# sr_ff_bank

**sr_ff_bank: congestion heat map**

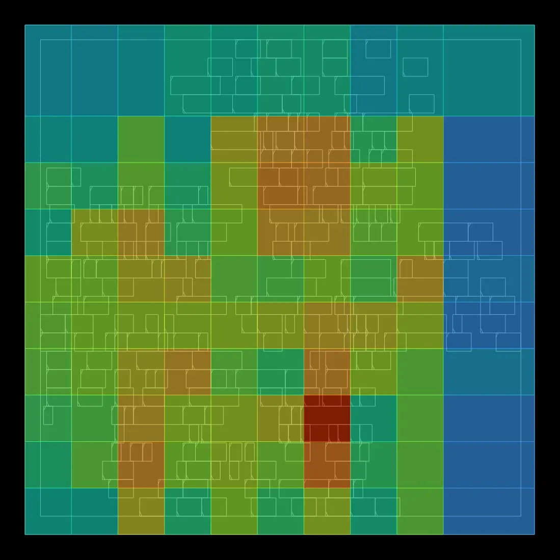

### src/rtl/sr_ff_bank.sv
// Multi-channel SR/JK/D/T flip-flop bank with forbidden-SR detection and event counting.
// Optional macro SR_SET_DOMINANT_EN makes SR S=R=1 set the channel instead of holding it.
module sr_ff_bank #(
  parameter int unsigned     WIDTH     = 8,
  parameter int unsigned     CNT_W     = 8,
  parameter logic [WIDTH-1:0] RESET_VAL = {WIDTH{1'b0}}
) (
  input  logic             in_clk,
  input  logic             in_rst,
  input  logic             in_en,
  input  logic [1:0]       in_mode,
  input  logic [WIDTH-1:0] in_s,
  input  logic [WIDTH-1:0] in_r,
  input  logic             in_clr_err,
  output logic [WIDTH-1:0] q,
  output logic [WIDTH-1:0] q_n,
  output logic             illegal,
  output logic [WIDTH-1:0] illegal_mask,
  output logic             err_sticky,
  output logic [CNT_W-1:0] illegal_cnt
);

  typedef enum logic [1:0] {ModeSr, ModeJk, ModeD, ModeT} mode_e;

  mode_e            mode;
  logic [WIDTH-1:0] q_q, q_d;
  logic [WIDTH-1:0] mask_q, mask_d;
  logic             illegal_q, illegal_d;
  logic             sticky_q, sticky_d;
  logic [CNT_W-1:0] cnt_q, cnt_d;

  assign mode = mode_e'(in_mode);

  always_comb begin
    q_d    = q_q;
    mask_d = '0;
    if (in_en) begin
      unique case (mode)
        ModeSr: begin
          mask_d = in_s & in_r;
`ifdef SR_SET_DOMINANT_EN
          q_d = in_s | (q_q & ~in_r);
`else
          // Forbidden channels (S=R=1) keep their previous value.
          q_d = (in_s & ~in_r) | (q_q & ~in_r & ~in_s) | (q_q & in_s & in_r);
`endif
        end
        ModeJk: q_d = (in_s & ~q_q) | (~in_r & q_q);
        ModeD:  q_d = in_s;
        ModeT:  q_d = q_q ^ in_s;
        default: q_d = q_q;
      endcase
    end
  end

  always_comb begin
    illegal_d = |mask_d;
    cnt_d     = cnt_q;
    sticky_d  = sticky_q;
    if (illegal_d) begin
      // A new event outranks a simultaneous clear.
      sticky_d = 1'b1;
      if (in_clr_err) begin
        cnt_d = CNT_W'(1);
      end else if (cnt_q != {CNT_W{1'b1}}) begin
        cnt_d = cnt_q + CNT_W'(1);
      end
    end else if (in_clr_err) begin
      sticky_d = 1'b0;
      cnt_d    = '0;
    end
  end

  always_ff @(posedge in_clk) begin
    if (in_rst) begin
      q_q       <= RESET_VAL;
      mask_q    <= '0;
      illegal_q <= 1'b0;
      sticky_q  <= 1'b0;
      cnt_q     <= '0;
    end else begin
      q_q       <= q_d;
      mask_q    <= mask_d;
      illegal_q <= illegal_d;
      sticky_q  <= sticky_d;
      cnt_q     <= cnt_d;
    end
  end

  assign q            = q_q;
  assign q_n          = ~q_q;
  assign illegal      = illegal_q;
  assign illegal_mask = mask_q;
  assign err_sticky   = sticky_q;
  assign illegal_cnt  = cnt_q;

endmodule

### config.mk
export PLATFORM = sky130hd
export DESIGN_NAME = sr_ff_bank
export DESIGN_NICKNAME = d
export VERILOG_FILES = /design/src/rtl/sr_ff_bank.sv
export SDC_FILE = /design/constraint.sdc
export NUM_CORES = 1
export LEC_CHECK = 0
export CAP_MARGIN = 30
export CORE_MARGIN = 2
export CORE_UTILIZATION = 30
export CTS_CLUSTER_SIZE = 30
export DETAILED_ROUTE_END_ITERATION = 6
export PLACE_DENSITY = 0.65
export SYNTH_ARGS = -nofsm -noshare
export SYNTH_HDL_FRONTEND = slang
export SYNTH_SLANG_ARGS = --single-unit
export TNS_END_PERCENT = 1
### constraint.sdc
create_clock -name in_clk -period 2.91 [get_ports in_clk]
set_input_delay 0.4365 -clock in_clk [delete_from_list [all_inputs] [get_ports in_clk]]
set_output_delay 0.4365 -clock in_clk [all_outputs]
set_load 0.02 [all_outputs]
# ppl_stage_reg_flat

===== src/rtl/ppl_stage_reg_pkg.sv =====
// Shared types for the MoonCore inter-stage pipeline register: state encoding,
// the default bubble instruction and the occupancy mapping.
package ppl_stage_reg_pkg;

    localparam logic [31:0] NOP_INST = 32'h0000_0013;

    typedef enum logic [1:0] {
        PPL_EMPTY = 2'd0,
        PPL_FULL  = 2'd1,
        PPL_SKID  = 2'd2
    } ppl_state_e;

    function automatic logic [1:0] occ_of(input ppl_state_e s);
        case (s)
            PPL_FULL: occ_of = 2'd1;
            PPL_SKID: occ_of = 2'd2;
            default:  occ_of = 2'd0;
        endcase
    endfunction

endpackage


===== src/rtl/ppl_stage_reg_if.sv =====
// Valid/ready stage link carrying an instruction address and payload.
// The producer side uses master, the consumer side uses slave.
interface ppl_stage_reg_if #(
    parameter int ADDR_W = 32,
    parameter int DATA_W = 32
);
    logic              valid;
    logic              ready;
    logic [ADDR_W-1:0] addr;
    logic [DATA_W-1:0] data;

    modport master (output valid, output addr, output data, input ready);
    modport slave  (input valid, input addr, input data, output ready);
endinterface


===== src/rtl/ppl_stage_reg_entry.sv =====
// ppl_entry_reg: one {valid, addr, data} slot. Clear wins over load and
// returns the slot to the bubble pattern (addr 0, data NOP).
module ppl_entry_reg #(
    parameter int          ADDR_W  = 32,
    parameter int          DATA_W  = 32,
    parameter logic [31:0] NOP_VAL = 32'h0000_0013
) (
    input  logic              clk,
    input  logic              rst_n,
    input  logic              load,
    input  logic              clear,
    input  logic              d_vld,
    input  logic [ADDR_W-1:0] d_addr,
    input  logic [DATA_W-1:0] d_data,
    output logic              q_vld_p0,
    output logic [ADDR_W-1:0] q_addr_p0,
    output logic [DATA_W-1:0] q_data_p0
);
    localparam logic [DATA_W-1:0] NOP_W = DATA_W'(NOP_VAL);

    always_ff @(posedge clk or negedge rst_n) begin
        if (!rst_n) begin
            q_vld_p0  <= 1'b0;
            q_addr_p0 <= '0;
            q_data_p0 <= NOP_W;
        end else if (clear) begin
            q_vld_p0  <= 1'b0;
            q_addr_p0 <= '0;
            q_data_p0 <= NOP_W;
        end else if (load) begin
            q_vld_p0  <= d_vld;
            q_addr_p0 <= d_addr;
            q_data_p0 <= d_data;
        end
    end

endmodule


===== src/rtl/ppl_stage_reg.sv =====
// Parametrised MoonCore pipeline stage register: valid/ready handshake with an
// optional 2-entry skid buffer, stall (freeze) and flush (kill to bubble).
module ppl_stage_reg
    import ppl_stage_reg_pkg::*;
#(
    parameter int          ADDR_W  = 32,
    parameter int          DATA_W  = 32,
    parameter logic [31:0] NOP_VAL = NOP_INST,
    parameter bit          SKID_EN = 1'b1
) (
    input  logic            clk,
    input  logic            rst_n,
    input  logic            stall,
    input  logic            flush,
    ppl_stage_reg_if.slave  up,
    ppl_stage_reg_if.master dn,
    output logic [1:0]      occupancy
);
    ppl_state_e state_p0, state_nx;

    logic              in_rdy, in_fire, out_fire;
    logic              main_load, main_clear, main_from_skid;
    logic              skid_load, skid_clear;
    logic              main_vld_p0, skid_vld_p0;
    logic [ADDR_W-1:0] main_addr_p0, skid_addr_p0;
    logic [DATA_W-1:0] main_data_p0, skid_data_p0;
    logic              main_d_vld;
    logic [ADDR_W-1:0] main_d_addr;
    logic [DATA_W-1:0] main_d_data;

    // Skid mode registers readiness in the state; single-entry mode passes
    // downstream readiness straight through.
    always_comb begin
        in_rdy = 1'b0;
        if (SKID_EN)
            in_rdy = !stall && !flush && (state_p0 != PPL_SKID);
        else
            in_rdy = !stall && !flush && (!main_vld_p0 || dn.ready);
    end

    assign in_fire  = up.valid && in_rdy;
    assign out_fire = main_vld_p0 && dn.ready && !stall;

    // ---- stage boundary: state and occupancy register ----
    always_ff @(posedge clk or negedge rst_n) begin
        if (!rst_n) begin
            state_p0  <= PPL_EMPTY;
            occupancy <= 2'd0;
        end else begin
            state_p0  <= state_nx;
            occupancy <= occ_of(state_nx);
        end
    end

    always_comb begin
        state_nx = state_p0;
        if (flush) begin
            state_nx = PPL_EMPTY;
        end else begin
            case (state_p0)
                PPL_EMPTY: if (in_fire) state_nx = PPL_FULL;
                PPL_FULL: begin
                    if (in_fire && !out_fire)
                        state_nx = SKID_EN ? PPL_SKID : PPL_FULL;
                    else if (!in_fire && out_fire)
                        state_nx = PPL_EMPTY;
                end
                PPL_SKID: if (out_fire) state_nx = PPL_FULL;
                default:  state_nx = PPL_EMPTY;
            endcase
        end
    end

    always_comb begin
        main_load      = 1'b0;
        main_clear     = 1'b0;
        main_from_skid = 1'b0;
        skid_load      = 1'b0;
        skid_clear     = 1'b0;
        if (flush) begin
            main_clear = 1'b1;
            skid_clear = 1'b1;
        end else begin
            case (state_p0)
                PPL_EMPTY: main_load = in_fire;
                PPL_FULL: begin
                    if (in_fire && out_fire)
                        main_load = 1'b1;
                    else if (in_fire)
                        skid_load = 1'b1;
                    else if (out_fire)
                        main_clear = 1'b1;
                end
                PPL_SKID: begin
                    // Main drains before skid, so order is preserved.
                    if (out_fire) begin
                        main_load      = 1'b1;
                        main_from_skid = 1'b1;
                        skid_clear     = 1'b1;
                    end
                end
                default: begin
                    main_clear = 1'b1;
                    skid_clear = 1'b1;
                end
            endcase
        end
    end

    assign main_d_vld  = main_from_skid ? skid_vld_p0  : 1'b1;
    assign main_d_addr = main_from_skid ? skid_addr_p0 : up.addr;
    assign main_d_data = main_from_skid ? skid_data_p0 : up.data;

    // ---- stage boundary: main (output) and skid entries ----
    ppl_entry_reg #(.ADDR_W(ADDR_W), .DATA_W(DATA_W), .NOP_VAL(NOP_VAL)) u_main (
        .clk       (clk),
        .rst_n     (rst_n),
        .load      (main_load),
        .clear     (main_clear),
        .d_vld     (main_d_vld),
        .d_addr    (main_d_addr),
        .d_data    (main_d_data),
        .q_vld_p0  (main_vld_p0),
        .q_addr_p0 (main_addr_p0),
        .q_data_p0 (main_data_p0)
    );

    ppl_entry_reg #(.ADDR_W(ADDR_W), .DATA_W(DATA_W), .NOP_VAL(NOP_VAL)) u_skid (
        .clk       (clk),
        .rst_n     (rst_n),
        .load      (skid_load),
        .clear     (skid_clear),
        .d_vld     (1'b1),
        .d_addr    (up.addr),
        .d_data    (up.data),
        .q_vld_p0  (skid_vld_p0),
        .q_addr_p0 (skid_addr_p0),
        .q_data_p0 (skid_data_p0)
    );

    assign up.ready = in_rdy;
    assign dn.valid = main_vld_p0;
    assign dn.addr  = main_addr_p0;
    assign dn.data  = main_data_p0;

endmodule


===== src/flat_wrapper.sv =====
// flat-port wrapper written by rule: the top's interface ports become plain ports
module ppl_stage_reg_flat import ppl_stage_reg_pkg::*;
#(
    parameter int          ADDR_W  = 32,
    parameter int          DATA_W  = 32,
    parameter logic [31:0] NOP_VAL = NOP_INST,
    parameter bit          SKID_EN = 1'b1
)
  (clk, rst_n, stall, flush, occupancy, up_valid, up_addr, up_data, up_ready, dn_valid, dn_addr, dn_data, dn_ready);
  ppl_stage_reg_if #(.ADDR_W(ADDR_W), .DATA_W(DATA_W)) up_i ();
  ppl_stage_reg_if #(.ADDR_W(ADDR_W), .DATA_W(DATA_W)) dn_i ();
  input  logic clk;
  input  logic rst_n;
  input  logic stall;
  input  logic flush;
  output logic [1:0] occupancy;
  input wire logic [$bits(up_i.valid)-1:0] up_valid;
  input wire logic [$bits(up_i.addr)-1:0] up_addr;
  input wire logic [$bits(up_i.data)-1:0] up_data;
  output wire logic [$bits(up_i.ready)-1:0] up_ready;
  output wire logic [$bits(dn_i.valid)-1:0] dn_valid;
  output wire logic [$bits(dn_i.addr)-1:0] dn_addr;
  output wire logic [$bits(dn_i.data)-1:0] dn_data;
  input wire logic [$bits(dn_i.ready)-1:0] dn_ready;
  assign up_i.valid = up_valid;
  assign up_i.addr = up_addr;
  assign up_i.data = up_data;
  assign up_ready = up_i.ready;
  assign dn_valid = dn_i.valid;
  assign dn_addr = dn_i.addr;
  assign dn_data = dn_i.data;
  assign dn_i.ready = dn_ready;
  ppl_stage_reg #(.ADDR_W(ADDR_W), .DATA_W(DATA_W), .NOP_VAL(NOP_VAL), .SKID_EN(SKID_EN)) u_core (.clk(clk), .rst_n(rst_n), .stall(stall), .flush(flush), .up(up_i), .dn(dn_i), .occupancy(occupancy));
endmodule

===== config.mk =====
export PLATFORM = sky130hd
export DESIGN_NAME = ppl_stage_reg_flat
export DESIGN_NICKNAME = d
export VERILOG_FILES = /design/src/rtl/ppl_stage_reg_pkg.sv /design/src/rtl/ppl_stage_reg_if.sv /design/src/rtl/ppl_stage_reg_entry.sv /design/src/rtl/ppl_stage_reg.sv /design/src/flat_wrapper.sv
export SDC_FILE = /design/constraint.sdc
export NUM_CORES = 1
export LEC_CHECK = 0
export CAP_MARGIN = 20
export CORE_MARGIN = 3
export CORE_UTILIZATION = 45
export DETAILED_ROUTE_END_ITERATION = 12
export PLACE_DENSITY = 0.73
export SLEW_MARGIN = 20
export SYNTH_ARGS = -nofsm -noshare
export SYNTH_HDL_FRONTEND = slang
export SYNTH_SLANG_ARGS = --single-unit

===== constraint.sdc =====
create_clock -name clk -period 3.53 [get_ports clk]
set_clock_uncertainty 0.2 [all_clocks]
set_input_delay 0.706 -clock clk [delete_from_list [all_inputs] [get_ports clk]]
set_output_delay 0.706 -clock clk [all_outputs]
set_load 0.01 [all_outputs]

# fht_frame_sched

--- src/rtl/fht_frame_sched_pkg.sv ---
// Shared constants for the FHT frame scheduler: FSM state codes, RAM owner
// codes and a width-parameterised bit-reverse helper.
// Pure declarations; no latency or flow control of its own.
package fht_frame_sched_pkg;

  // Scheduler FSM state encoding
  localparam logic [2:0] ST_IDLE   = 3'd0;
  localparam logic [2:0] ST_LOAD   = 3'd1;
  localparam logic [2:0] ST_KICK   = 3'd2;
  localparam logic [2:0] ST_ARM    = 3'd3;
  localparam logic [2:0] ST_RUN    = 3'd4;
  localparam logic [2:0] ST_UNLOAD = 3'd5;
  localparam logic [2:0] ST_DRAIN  = 3'd6;

  // RAM mux owner codes
  localparam logic [1:0] OWN_LOADER   = 2'd0;
  localparam logic [1:0] OWN_CORE     = 2'd1;
  localparam logic [1:0] OWN_UNLOADER = 2'd2;
  localparam logic [1:0] OWN_NONE     = 2'd3;

  // Reverse the low w bits of v (w <= 32); bits above w come out zero.
  function automatic logic [31:0] bitrev(input logic [31:0] v, input int w);
    logic [31:0] r;
    logic [31:0] t;
    r = '0;
    t = v;
    for (int i = 0; i < 32; i++) begin
      if (i < w) begin
        r = {r[30:0], t[0]};
        t = t >> 1;
      end
    end
    return r;
  endfunction

endpackage

--- src/rtl/fht_frame_sched_out_skid.sv ---
// fht_out_skid: 2-entry valid/ready output buffer for unloaded samples (+last flag).
// Latency: push visible on out_vld the cycle after in_vld; out_vld is a pure flop output.
// Backpressure: free=1 only if a read issued now still has a slot once the
//   sample already in flight (in_vld) lands, net of this cycle's pop.
// Ports: clk/rst (sync, active-high), in_vld/in_dat (RAM return),
//   out_vld/out_dat/out_rdy (downstream), free (read-issue gate), empty.
module fht_out_skid #(
  parameter int W = 17
) (
  input  logic         clk,
  input  logic         rst,
  input  logic         in_vld,
  input  logic [W-1:0] in_dat,
  output logic         out_vld,
  output logic [W-1:0] out_dat,
  input  logic         out_rdy,
  output logic         free,
  output logic         empty
);

  logic [1:0]   cnt_q, cnt_d;
  logic [W-1:0] slot0_q, slot0_d;
  logic [W-1:0] slot1_q, slot1_d;
  logic         pop;
  logic [2:0]   occ;

  assign out_vld = (cnt_q != 2'd0);
  assign out_dat = slot0_q;
  assign pop     = out_vld & out_rdy;
  assign empty   = (cnt_q == 2'd0);

  // Occupancy after this cycle, including the sample landing now.
  assign occ  = 3'(cnt_q) + 3'(in_vld) - 3'(pop);
  assign free = (occ < 3'd2);

  always_comb begin
    slot0_d = slot0_q;
    slot1_d = slot1_q;
    cnt_d   = cnt_q + 2'(in_vld) - 2'(pop);
    if (pop) begin
      slot0_d = slot1_q;
    end
    // New sample goes to the first slot left free after the pop.
    if (in_vld) begin
      if (cnt_q == 2'd0 || (cnt_q == 2'd1 && pop)) begin
        slot0_d = in_dat;
      end else begin
        slot1_d = in_dat;
      end
    end
  end

  always_ff @(posedge clk) begin
    if (rst) begin
      cnt_q   <= 2'd0;
      slot0_q <= '0;
      slot1_q <= '0;
    end else begin
      cnt_q   <= cnt_d;
      slot0_q <= slot0_d;
      slot1_q <= slot1_d;
    end
  end

endmodule

--- src/rtl/fht_frame_sched.sv ---
// Frame scheduler: owns the 4-bank FHT RAM, sequences load -> core -> unload, one frame at a time.
// Latency: write same cycle as accept; start 1 cycle after last sample; first output 2 cycles into unload.
// Backpressure: oREADY only in LOAD; unload reads stall when the 2-entry output buffer has no free slot.
// Ports: iCLK/iRESET (sync, active-high); loader iVALID/iDATA/oREADY; core oSTART/iCORE_RDY/iRESULT_SEL;
//   RAM oOWNER/oBANK/oADDR/oWE/oWDATA/oRD_SET/iRDATA; output oVALID/oDATA/oLAST/iREADY; oBUSY/oDONE.
// Build option: define FHT_SCHED_BITREV_EN to store loaded samples at bit-reversed positions.
module fht_frame_sched
  import fht_frame_sched_pkg::*;
#(
  parameter int A_BIT = 8,
  parameter int D_BIT = 16
) (
  input  logic             iCLK,
  input  logic             iRESET,
  input  logic             iVALID,
  input  logic [D_BIT-1:0] iDATA,
  output logic             oREADY,
  output logic             oSTART,
  input  logic             iCORE_RDY,
  input  logic             iRESULT_SEL,
  output logic [1:0]       oOWNER,
  output logic [1:0]       oBANK,
  output logic [A_BIT-1:0] oADDR,
  output logic             oWE,
  output logic [D_BIT-1:0] oWDATA,
  output logic             oRD_SET,
  input  logic [D_BIT-1:0] iRDATA,
  output logic             oVALID,
  output logic [D_BIT-1:0] oDATA,
  output logic             oLAST,
  input  logic             iREADY,
  output logic             oBUSY,
  output logic             oDONE
);

  localparam int IW = A_BIT + 2;
  localparam logic [IW-1:0] LAST_IDX = '1;

  logic [2:0]    state_q, state_d;
  logic [IW-1:0] k_q, k_d;
  logic [IW-1:0] j_q, j_d;
  logic          rd_set_q, rd_set_d;
  logic          pend_q, pend_d;          // RAM read issued last cycle, data on iRDATA now
  logic          pend_last_q, pend_last_d;

  logic          rd_issue;
  logic          sk_free, sk_empty, sk_vld;
  logic [D_BIT:0] sk_dat;
  logic [IW-1:0] wr_pos;

`ifdef FHT_SCHED_BITREV_EN
  assign wr_pos = IW'(bitrev(32'(k_q), IW));
`else
  assign wr_pos = k_q;
`endif

  always_comb begin
    state_d     = state_q;
    k_d         = k_q;
    j_d         = j_q;
    rd_set_d    = rd_set_q;
    oOWNER      = OWN_NONE;
    oREADY      = 1'b0;
    oSTART      = 1'b0;
    oWE         = 1'b0;
    oWDATA      = '0;
    oBANK       = 2'd0;
    oADDR       = '0;
    oDONE       = 1'b0;
    rd_issue    = 1'b0;
    pend_last_d = 1'b0;
    case (state_q)
      ST_IDLE: begin
        // The waking sample is not accepted here; it is taken in LOAD.
        if (iVALID) begin
          state_d = ST_LOAD;
          k_d     = '0;
        end
      end
      ST_LOAD: begin
        oOWNER = OWN_LOADER;
        oREADY = 1'b1;
        oBANK  = wr_pos[1:0];
        oADDR  = wr_pos[IW-1:2];
        if (iVALID) begin
          oWE    = 1'b1;
          oWDATA = iDATA;
          k_d    = k_q + 1'b1;
          if (k_q == LAST_IDX) state_d = ST_KICK;
        end
      end
      ST_KICK: begin
        oOWNER  = OWN_CORE;
        oSTART  = 1'b1;
        state_d = ST_ARM;
      end
      ST_ARM: begin
        // Core may still show idle for a while after the start pulse.
        oOWNER = OWN_CORE;
        if (!iCORE_RDY) state_d = ST_RUN;
      end
      ST_RUN: begin
        oOWNER = OWN_CORE;
        if (iCORE_RDY) begin
          rd_set_d = iRESULT_SEL;
          j_d      = '0;
          state_d  = ST_UNLOAD;
        end
      end
      ST_UNLOAD: begin
        oOWNER   = OWN_UNLOADER;
        oBANK    = j_q[1:0];
        oADDR    = j_q[IW-1:2];
        rd_issue = sk_free;
        if (sk_free) begin
          j_d         = j_q + 1'b1;
          pend_last_d = (j_q == LAST_IDX);
          if (j_q == LAST_IDX) state_d = ST_DRAIN;
        end
      end
      ST_DRAIN: begin
        oOWNER = OWN_UNLOADER;
        if (sk_empty && !pend_q) begin
          oDONE   = 1'b1;
          state_d = ST_IDLE;
        end
      end
      default: state_d = ST_IDLE;
    endcase
    pend_d = rd_issue;
  end

  always_ff @(posedge iCLK) begin
    if (iRESET) begin
      state_q     <= ST_IDLE;
      k_q         <= '0;
      j_q         <= '0;
      rd_set_q    <= 1'b0;
      pend_q      <= 1'b0;
      pend_last_q <= 1'b0;
    end else begin
      state_q     <= state_d;
      k_q         <= k_d;
      j_q         <= j_d;
      rd_set_q    <= rd_set_d;
      pend_q      <= pend_d;
      pend_last_q <= pend_last_d;
    end
  end

  assign oBUSY   = (state_q != ST_IDLE);
  assign oRD_SET = rd_set_q;

  fht_out_skid #(
    .W(D_BIT + 1)
  ) u_skid (
    .clk     (iCLK),
    .rst     (iRESET),
    .in_vld  (pend_q),
    .in_dat  ({pend_last_q, iRDATA}),
    .out_vld (sk_vld),
    .out_dat (sk_dat),
    .out_rdy (iREADY),
    .free    (sk_free),
    .empty   (sk_empty)
  );

  assign oVALID = sk_vld;
  assign oDATA  = sk_dat[D_BIT-1:0];
  assign oLAST  = sk_dat[D_BIT];

endmodule

--- config.mk ---
export PLATFORM = sky130hd
export DESIGN_NAME = fht_frame_sched
export DESIGN_NICKNAME = d
export VERILOG_FILES = /design/src/rtl/fht_frame_sched_pkg.sv /design/src/rtl/fht_frame_sched_out_skid.sv /design/src/rtl/fht_frame_sched.sv
export SDC_FILE = /design/constraint.sdc
export NUM_CORES = 1
export LEC_CHECK = 0
export ABC_AREA = 1
export CORE_MARGIN = 5
export CORE_UTILIZATION = 33
export CTS_CLUSTER_SIZE = 40
export DETAILED_ROUTE_END_ITERATION = 10
export PLACE_DENSITY_LB_ADDON = 0.15
export SYNTH_ARGS = -nofsm -noshare
export SYNTH_HDL_FRONTEND = slang
export SYNTH_SLANG_ARGS = --single-unit
--- constraint.sdc ---
create_clock -name iCLK -period 5.94 [get_ports iCLK]
set_clock_uncertainty 0.2 [all_clocks]
set_input_delay 0.891 -clock iCLK [delete_from_list [all_inputs] [get_ports iCLK]]
set_output_delay 0.891 -clock iCLK [all_outputs]
set_load 0.03 [all_outputs]
# pipe_halt_ctrl

===== config.mk =====
export PLATFORM = sky130hd
export DESIGN_NAME = pipe_halt_ctrl
export DESIGN_NICKNAME = d
export VERILOG_FILES = /design/src/rtl/pipe_ctrl_pkg.sv /design/src/rtl/pipe_halt_ctrl.sv
export SDC_FILE = /design/constraint.sdc
export NUM_CORES = 1
export LEC_CHECK = 0
export ABC_AREA = 0
export CORE_MARGIN = 8
export CORE_UTILIZATION = 43
export DETAILED_ROUTE_END_ITERATION = 10
export PLACE_DENSITY = 0.89
export SKIP_LAST_GASP = 1
export SYNTH_ARGS = -nofsm -noshare
export SYNTH_HDL_FRONTEND = slang
export SYNTH_SLANG_ARGS = --single-unit
export TNS_END_PERCENT = 10

===== constraint.sdc =====
create_clock -name clk -period 2.3 [get_ports clk]
set_clock_uncertainty 0.2 [all_clocks]
set_input_delay 0.345 -clock clk [delete_from_list [all_inputs] [get_ports clk]]
set_output_delay 0.345 -clock clk [all_outputs]
set_load 0.005 [all_outputs]

===== src/rtl/pipe_ctrl_pkg.sv =====
// Shared types and constants for the pipeline run/halt sequencer.
// The datapath and decoder take HALT_OPCODE from here as well.
package pipe_ctrl_pkg;

  localparam logic [6:0] HALT_OPCODE = 7'b1111111;

  typedef enum logic [1:0] {
    RUN     = 2'd0,
    DRAIN   = 2'd1,
    HALTED  = 2'd2,
    RESUME  = 2'd3
  } state_e;

  typedef enum logic [1:0] {
    CAUSE_NONE   = 2'd0,
    CAUSE_OPCODE = 2'd1,
    CAUSE_EXT    = 2'd2,
    CAUSE_STEP   = 2'd3
  } cause_e;

endpackage


===== src/rtl/pipe_halt_ctrl.sv =====
// Run/halt sequencer: detects halt requests, drains EX/MEM/WB, freezes the pipe
// and redirects fetch to the captured PC on resume or single-step.
module pipe_halt_ctrl #(
  parameter int unsigned         PC_W         = 9,
  parameter int unsigned         OPCODE_W     = 7,
  parameter logic [OPCODE_W-1:0] HALT_OPCODE  = pipe_ctrl_pkg::HALT_OPCODE,
  parameter int unsigned         DRAIN_CYCLES = 3
) (
  input  logic                clk,
  input  logic                reset,
  input  logic [OPCODE_W-1:0] id_opcode,
  input  logic                id_valid,
  input  logic [PC_W-1:0]     id_pc,
  input  logic [PC_W-1:0]     if_pc,
  input  logic                id_stall,
  input  logic                ex_flush,
  input  logic                ext_halt_req,
  input  logic                resume,
  input  logic                step,
  output logic                pc_en,
  output logic                pc_load,
  output logic [PC_W-1:0]     resume_pc,
  output logic                ifid_flush,
  output logic                idex_bubble,
  output logic                pipe_freeze,
  output logic                mem_block,
  output logic                halted,
  output logic [1:0]          halt_cause
);
  import pipe_ctrl_pkg::*;

  localparam int unsigned CNT_W = (DRAIN_CYCLES > 1) ? $clog2(DRAIN_CYCLES) : 1;
  localparam logic [CNT_W-1:0] DRAIN_LOAD = CNT_W'(DRAIN_CYCLES - 1);
  localparam logic [CNT_W-1:0] CNT_ONE    = CNT_W'(1'b1);
  localparam logic [CNT_W-1:0] CNT_ZERO   = CNT_W'(1'b0);
  localparam logic [PC_W-1:0]  PC_STRIDE  = PC_W'(3'd4);

  state_e          state_r;
  logic [CNT_W-1:0] cnt_r;
  logic            step_pending_r;
  logic            issued_once_r;
  logic [PC_W-1:0] resume_pc_r;
  cause_e          cause_r;

  logic            opc_halt_s;
  logic            ext_trig_s;
  logic            step_trig_s;
  logic            trig_s;
  cause_e          trig_cause_s;
  logic [PC_W-1:0] trig_pc_s;

  // Halt trigger detection; a taken branch in EX squashes any trigger because ID is on the wrong path
  always_comb begin
    opc_halt_s   = id_valid && (id_opcode == HALT_OPCODE) && !ex_flush;
    ext_trig_s   = ext_halt_req && !ex_flush;
    step_trig_s  = step_pending_r && issued_once_r && !ex_flush;
    trig_s       = (state_r == RUN) && (opc_halt_s || ext_trig_s || step_trig_s);
    trig_cause_s = CAUSE_NONE;
    trig_pc_s    = id_valid ? id_pc : if_pc;
    if (opc_halt_s) begin
      trig_cause_s = CAUSE_OPCODE;
      trig_pc_s    = id_pc + PC_STRIDE;
    end else if (ext_trig_s) begin
      trig_cause_s = CAUSE_EXT;
    end else begin
      trig_cause_s = CAUSE_STEP;
    end
  end

  // Sequencer state, drain counter, step bookkeeping and captured restart PC
  always_ff @(posedge clk or posedge reset) begin
    if (reset) begin
      state_r        <= RUN;
      cnt_r          <= CNT_ZERO;
      step_pending_r <= 1'b0;
      issued_once_r  <= 1'b0;
      resume_pc_r    <= '0;
      cause_r        <= CAUSE_NONE;
    end else begin
      case (state_r)
        RUN: begin
          if (trig_s) begin
            state_r        <= DRAIN;
            cnt_r          <= DRAIN_LOAD;
            resume_pc_r    <= trig_pc_s;
            cause_r        <= trig_cause_s;
            step_pending_r <= 1'b0;
            issued_once_r  <= 1'b0;
          end else if (step_pending_r && id_valid && !id_stall && !ex_flush) begin
            issued_once_r  <= 1'b1;
          end
        end
        DRAIN: begin
          if (cnt_r == CNT_ZERO) begin
            state_r <= HALTED;
          end else begin
            cnt_r   <= cnt_r - CNT_ONE;
          end
        end
        HALTED: begin
          // resume outranks step; a held external request pins the halt
          if (resume && !ext_halt_req) begin
            state_r        <= RESUME;
            step_pending_r <= 1'b0;
          end else if (step && !ext_halt_req) begin
            state_r        <= RESUME;
            step_pending_r <= 1'b1;
          end
        end
        RESUME: begin
          state_r       <= RUN;
          cause_r       <= CAUSE_NONE;
          issued_once_r <= 1'b0;
        end
        default: begin
          state_r <= RUN;
        end
      endcase
    end
  end

  // Strobe decode from state, plus the combinational trigger cycle in RUN
  always_comb begin
    pc_en       = 1'b0;
    pc_load     = 1'b0;
    ifid_flush  = 1'b0;
    idex_bubble = 1'b0;
    pipe_freeze = 1'b0;
    mem_block   = 1'b0;
    halted      = 1'b0;
    case (state_r)
      RUN: begin
        pc_en       = !trig_s;
        ifid_flush  = trig_s;
        idex_bubble = trig_s;
      end
      DRAIN: begin
        ifid_flush  = 1'b1;
        idex_bubble = 1'b1;
      end
      HALTED: begin
        pipe_freeze = 1'b1;
        mem_block   = 1'b1;
        halted      = 1'b1;
      end
      RESUME: begin
        pc_load     = 1'b1;
        pc_en       = 1'b1;
        ifid_flush  = 1'b1;
        idex_bubble = 1'b1;
      end
      default: begin
        pc_en = 1'b0;
      end
    endcase
  end

  assign resume_pc  = resume_pc_r;
  assign halt_cause = cause_r;

endmodule



==> screenshots <==
Where the registers sit.
Bar = 20 um. Other sequential cells in the stronger grey, the rest of the logic in the fainter grey.
image #1
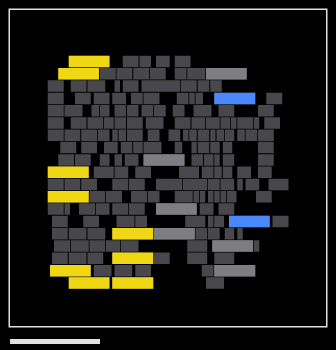
image #2
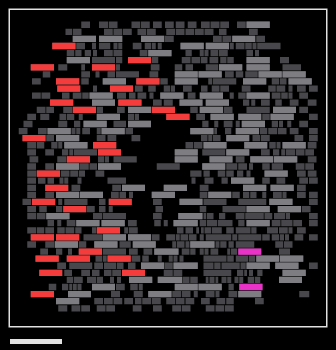
image #3
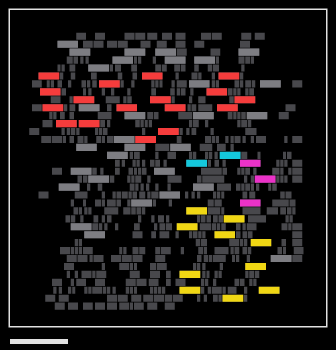
The one with the most sequential cells is image #2.
The one with the fewest cells is image #1.
image #3: fht_frame_sched
image #1: pipe_halt_ctrl
image #2: ppl_stage_reg_flat

Key to image #2:
netlist name	colour	placed flops
`u_core.state_p0`	magenta	2
`u_core.u_skid.q_addr_p0`	red	32
not coloured	100

**sr_ff_bank: wire density map**

Bar = 20 um. The die is cut into 15 by 15 equal tiles; dark blue is low, red is high, scaled to the fullest tile. Values are wire area over tile area, all layers added.
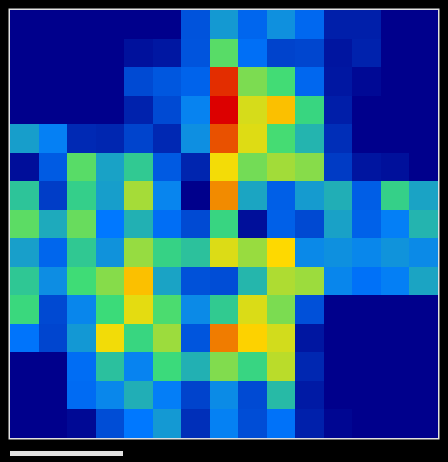
emptiest ninth of the die	lower right
fullest tile	0.39
tiles over half the peak	17%
mean over tiles	0.10
post-detailed-routing wire length: 3.60 mm
total via count in the routed design: 1484
GRT Util Overall: 0.136
final routed wire length divided by cell count: 11.7 um

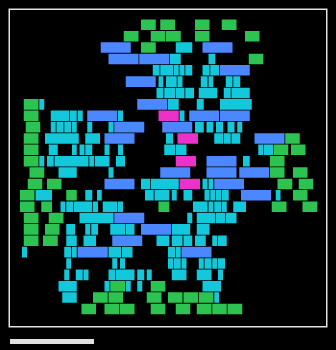
**Above:** sr_ff_bank (cell classes on the final placement).
Bar = 20 um.
class	colour	cells
flops	blue	26
combinational and other logic	cyan	150
other buffers and delay cells	green	58
clock drivers and dummy loads	magenta	4
core occupancy in the finished layout: 0.437
fraction of area in registers: 0.236

## Picture notes: 'congestion heat map' of sr_ff_bank
GRT Max-Usage Layer: met2
global routing met1 resource utilization: 0.189
met2 GRT Util: 0.222
met3 global-route usage: 0.0132

==> results.txt, sr_ff_bank <==
Update from the flow run.

For this run, the top clock speed supported by timing is a little over 0.5 GHz. Across the run, the number of max-cap violations was 0. Counting plain and timing-repair buffers in the layout gives slightly below 60.

The startpoint of the worst hold path is err_sticky. The layout buffering overhead excluding clock cells is 0.260. The synthesized netlist handed to floorplanning was reported with a cell count of roughly 190. Summing over the stages, the warning tally comes to 26. The first-iteration detailed-routing DRC count is about 110.

140 cells are multi-input combinational gates. Of the synthesized area, sequential elements account for 0.338. The worst hold path depth is 2. The total buffers and inverters traversed by the critical path is 2. The hold violation total from the final report is 0. The slowest stage cell on the critical path is sky130_fd_sc_hd__clkdlybuf4s50_1. The initial core utilization is 0.305. The fraction of registers with async set/reset is 0.

In this run the tightest slew margin relative to its limit is 0.676. The portion of synthesized area spent on multiplexers is 0.0959. The run finished with clean final reports. Per the power-grid run, VDD falls by no more than 0.192 mV. By area the synthesized netlist is led by sky130_fd_sc_hd__dfxtp_1, sky130_fd_sc_hd__ha_1, sky130_fd_sc_hd__nand2_1. The filler cell count in the final layout is about 510. The placed cell area is approximately 2100 sq um. The CTS sink count is 26. ~56 I/O pins were placed.
-- sr_ff_bank: report_power, final --
part,switching [mW],internal (mW)
Sequential,0.0146,0.368
Clock,0.109,0.121
Combinational,0.107,0.111
-- sr_ff_bank: placed cells by master (no fill, tap or decap), drive strengths merged --
cell and n:
nor2b 6, dfxtp 26, ha 9, o21bai 1, a21oi 12, inv 10
mux2i 8, and4 1, a31oi 1, o31ai 7, o41ai 1, nand2 29
nor3 3, a221oi 5, o21ai 17, o21ba 1, nand2b 2, or2 2
clkdlybuf4s50 55, o21a 1, buf 3, clkbuf 4, nand3 2, nor2 19
or4 3, nand4 5, mux4 3, or3 2
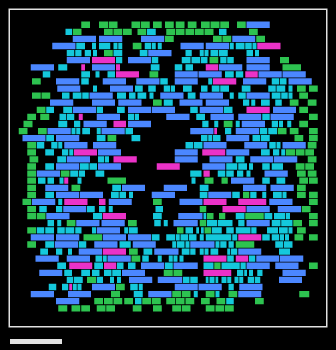
**Above:** ppl_stage_reg_flat (cell classes on the final placement).
Bar = 20 um.
class	colour	cells
combinational and other logic	cyan	299
other buffers and delay cells	green	151
flops	blue	134
clock drivers and dummy loads	magenta	32
area of the core region: 12800 sq um
Design Area, Final: 8080 sq um
core occupancy in the finished layout: 0.630

==> results.txt, ppl_stage_reg_flat <==
Update from the flow run.

The switching share of total power is 0.230. Per the layout area report, the sequential fraction of cell area is 0.416. The non-filler instance count after layout is 788. The number of cells in Yosys stat is roughly 480.

The remaining antenna violation count is 0. On the worst setup and hold paths after CTS, the clock-pin slew comes to approximately 50 ps. The number of clock buffers added by TritonCTS is 17. The flow ran to the end, and the final reports show no timing, DRC or antenna violations. The depth of the worst register-to-register path is 5.

The post-synthesis instance area is 5980 sq um. The final timing report gives a worst setup slack of ~680 ps. In the placement report, post-DP HPWL is listed as 9.57 mm.

After clock tree synthesis, the setup repair step added 0 buffers. The overall track demand over capacity in global routing is 0.219. The largest fanout of any net on the critical path is 5. The reported clock group power is between 1.5 and 2 mW. met2 track demand over resource after global routing is 0.342. Hold is met by about 140 ps. By area the synthesized netlist is led by sky130_fd_sc_hd__dfrtp_1, sky130_fd_sc_hd__mux2i_1, sky130_fd_sc_hd__a22o_1. The count of port buffers added during placement is roughly 140. The layout report lists the combined flip-flop and latch area as roughly 3400 sq um. The repair_antennas step left the layout with diodes totalling 0.

The largest net degree at the start of global routing is around 80. The filler cell count in the final layout is 1005. The combinational power reported by the tool is between 400 and 500 uW. The final critical-path required period is between 2000 and 3000 ps.

The number of instances resized during post-cts repair is 0. The initial core utilization is 0.466. The floorplan die area is 14700 sq um. Per the finish-stage timing summary, setup violations number 0. The signed area change from the synthesized netlist to the final layout is 35.1%.
==> ppl_stage_reg_flat: synth_stat cells (all sizes together) <==
cell type,n
dfrtp,128
nor3,69
a211oi,63
a22o,61
mux2i,61
buf,47
dfstp,6
a21oi,5
nand2b,5
o21ai,4
a21o,3
a221oi,3
a2bb2oi,3
inv,3
nand2,3
nor2,3
clkbuf,2
o21bai,2
or3,2
a2111o,1
a2111oi,1
and3,1
and3b,1
nand3b,1
nor2b,1
nor3b,1
o22ai,1
or3b,1
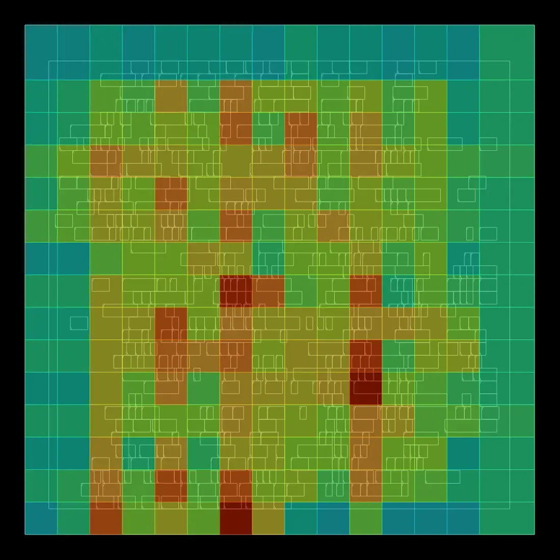
**Above:** fht_frame_sched (congestion heat map).
core occupancy in the finished layout: 0.461
met3 global-route usage: 0.0370
met2 GRT Util: 0.235
final routed wire length divided by cell count: 13.0 um

==> results.txt, fht_frame_sched <==
Update from the flow run.

The number of optimization iterations in the first detailed-route pass is 4. Per report_power, the Combinational row totals ~380 uW. The global-route wire length before repair is roughly 14 mm. The number of cells in Yosys stat is between 400 and 500. For reference, the critical path cell chain is clkdlybuf4s50_1, buf_4, inv_1, nor2_1, clkdlybuf4s50_1. Hold repair after CTS inserted 0 buffers. The share of total power dissipated in sequential elements is 0.393. Before any placement, the netlist area is recorded as ~3200 sq um. The maximum frequency from static timing analysis is around 0.24 GHz. After global routing the overflow that remains totals 0.

The number of enable flip-flop cells is 0. The sum of routed wire length over all layers is 8.81 mm. The count of clock-net buffers in the final layout is 9.

The switching share of total power is 0.385. Detailed routing inserted a total of ~3200 vias. The slew at the pin with the worst max-slew slack is a little over 1000 ps.

Per the OpenROAD timing report, the critical path contains 5 cells. The number of instances resized during post-cts repair is 0. The largest net degree at the start of global routing is 44. The layout summary lists the proportion of cells stronger than drive strength 1 as 0.0907. Per the final timing report, the hold violations number 0. The worst path setup slack after routing is 1810 ps.

The chip area line in the Yosys stat output reads 3190 sq um. The number of global-route vias before repair is roughly 2900. The number of buffers and inverters on the critical path is 4.

The group with the largest share of power is sequential cells. The post-synth register bit count is roughly 62. The total CTS buffers is 9. The clock share of power is 0.285. The CTS sink count is 62. The largest contributor to cell area by class is combinational gates.

After detailed placement, the design holds a cell count of ~660. The flow ran to the end, and the final reports show no timing, DRC or antenna violations. The number of antenna violations at the first check in global routing is 0. The fraction of the mapped netlist area in adder cells is 0.0181. The OpenROAD warning count is 26. In the global route stage, overall resource usage came out at 0.152.

The reported clock group power is 333 uW. The TritonCTS clock tree is done. According to the floorplan report, the total die area is around 12000 sq um.

The element type at the critical path end is an output pin. The number of antenna cells inserted is 0. The finished layout holds 680 standard cells, fillers aside. For reference, the most critical setup path is categorized as input pin to output pin. The switching component of the power was reported as around 450 uW. Leaving out the clock tree, the finished layout contains an inverter count of 44.
-- fht_frame_sched: routing by layer --
| layer | wire (um) | vias up |
|---|---|---|
| li1 | - | 1684 |
| met1 | 4140 | 1472 |
| met2 | 4140 | 64 |
| met3 | 404 | 11 |
| met4 | 133 | 0 |
| met5 | 0 | - |
-- fht_frame_sched: cell families after synthesis --
| logic type | after synthesis |
|---|---|
| flip-flops | 62 |
| AND/OR/NAND/NOR | 234 |
| AND-OR/OR-AND | 101 |
| buffers and inverters | 65 |
| adder cells (fa/ha/maj) | 4 |
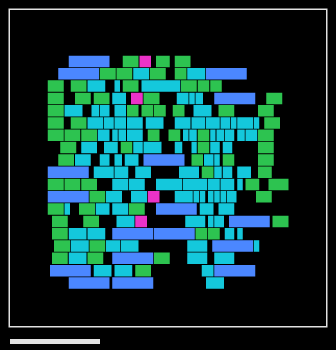
**Above:** pipe_halt_ctrl (cell classes on the final placement).
Bar = 20 um.
class	colour	cells
flops	blue	17
clock drivers and dummy loads	magenta	4
combinational and other logic	cyan	99
other buffers and delay cells	green	67
fraction of area in registers: 0.221
row cnt: 19
core occupancy in the finished layout: 0.699
Design Area, Final: 1930 sq um

==> results.txt, pipe_halt_ctrl <==
Update from the flow run.

The worst-case clock buffer depth is 2. The worst vdd rail ir drop is approximately 0.7 mV. The run finished, with violations left. TritonCTS built the clock tree. In the post-synthesis netlist, the biggest area contributors are sky130_fd_sc_hd__dfrtp_1, sky130_fd_sc_hd__mux2_2, sky130_fd_sc_hd__mux2i_1. The count of clock-net buffers in the final layout is 3. The final report lists the setup-violating endpoint count as 1. The number of tap instances is 31.

The register with the most flip-flops in the layout has 9 of them. The post-synth register bit count is 17. The cell-mix breakdown from Yosys lists the adder-cell area share as 0.0702. The floorplan die area is between 4000 and 5000 sq um.

met1 track demand over resource after global routing is 0.164. The layout summary lists the proportion of cells stronger than drive strength 1 as 0.225. The filler cell count in the final layout is 198.

The global-route track usage on met2 is 0.262. For this design, the slowest cell found on the critical path is sky130_fd_sc_hd__clkdlybuf4s50_1. Once routing completed, OpenROAD measured the worst setup slack at -73.6 ps.

The post-CTS setup repair buffer count is 3. Subtracting the final worst setup slack from the clock period gives roughly 2400 ps. The transition time recorded at the tightest slew-check pin is ~680 ps. The script parses the final routing iteration and logs DRC violations as 0. The final worst-path cycle share is 1.03. Leaving out the clock tree, the finished layout contains a buffer count of about 67.

The initial core utilization is 0.452. The multi-input gate share of the layout cell area is 0.401. The most used flip-flop cell after synthesis is sky130_fd_sc_hd__dfrtp_1.

The final reports fail on setup timing. The multi-input combinational cell count is ~90. The leakage power of the design is about 0.85 nW. Port buffering added around 50 buffers.

The synthesized netlist handed to floorplanning was reported with a cell count of about 120. The reported max-cap violation count is 0. Global route summary, busiest routing layer listed as met2. The timing report gives the clock slew at the launch and capture registers of the worst setup and hold paths as ~120 ps. The first TritonRoute pass finished after 4 iterations. The reg-to-reg endpoint is state_r[1]. Setup slack on the worst reg-to-reg path comes out at approximately 440 ps.

For this block, the via count after detailed routing is around 1200.
==> pipe_halt_ctrl: layout by cell type, fill, tap and decap left out, drive strengths merged, types with 4 or more instances in the layout <==
master and count:
clkdlybuf4s50 46, dfrtp 17, buf 17, mux2 12, mux2i 11, inv 9, ha 7, nor2 6
o22ai 5, nand2 5, a21oi 4
==> pipe_halt_ctrl: power breakdown <==
part / leakage (nW) / switching (mW) / total [mW] / internal (mW)
combinational: 0.635 / 0.491 / 1.18 / 0.693
clock: 0.0139 / 0.113 / 0.179 / 0.0664
sequential: 0.205 / 0.0866 / 0.534 / 0.447
total: 0.855 / 0.690 / 1.90 / 1.21


==> screenshots <==
Routed clock nets over the placement.
Bar = 20 um.
shot_01.png
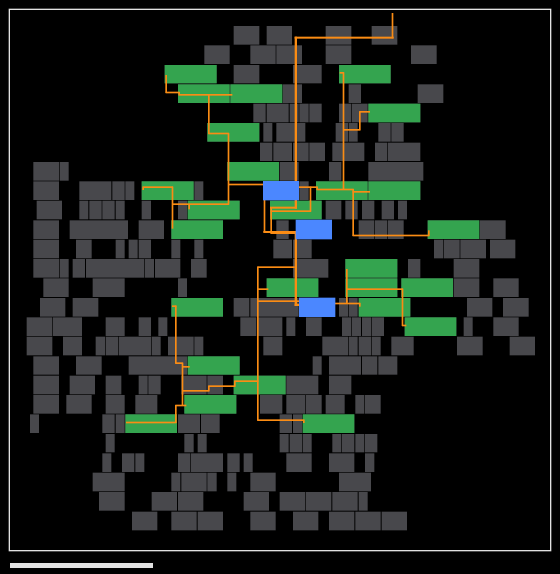
shot_02.png
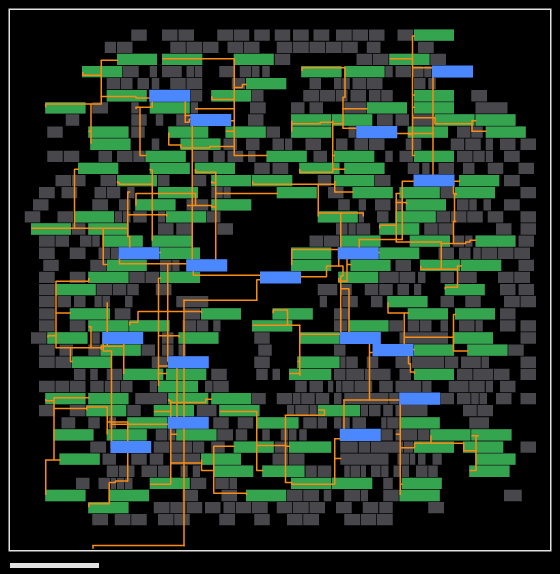
shot_03.png
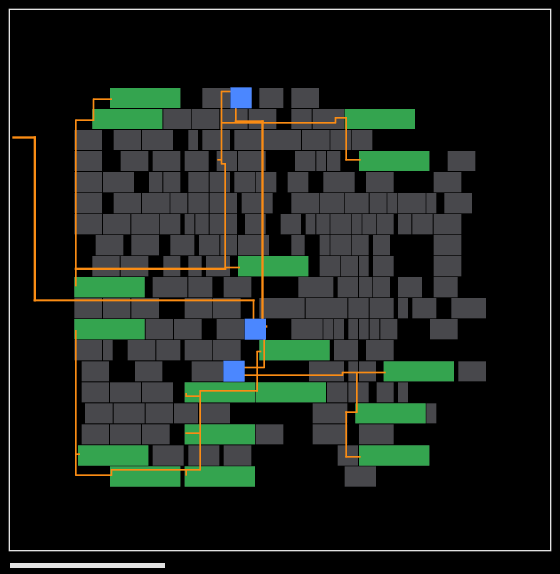
shot_04.png
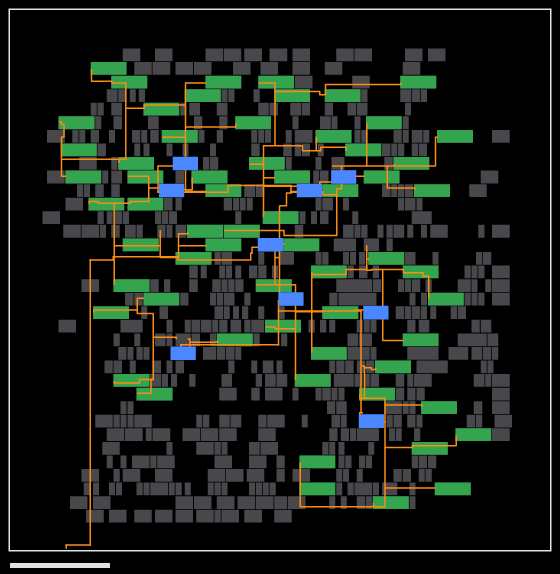
shot_03.png comes from pipe_halt_ctrl.
shot_01.png comes from sr_ff_bank.
shot_04.png comes from fht_frame_sched.
shot_02.png comes from ppl_stage_reg_flat.
Of these, most sequential cells: shot_02.png
Of these, fewest sequential cells: shot_03.png

Power figures rest on the tool's default switching activity, not on a simulated workload.
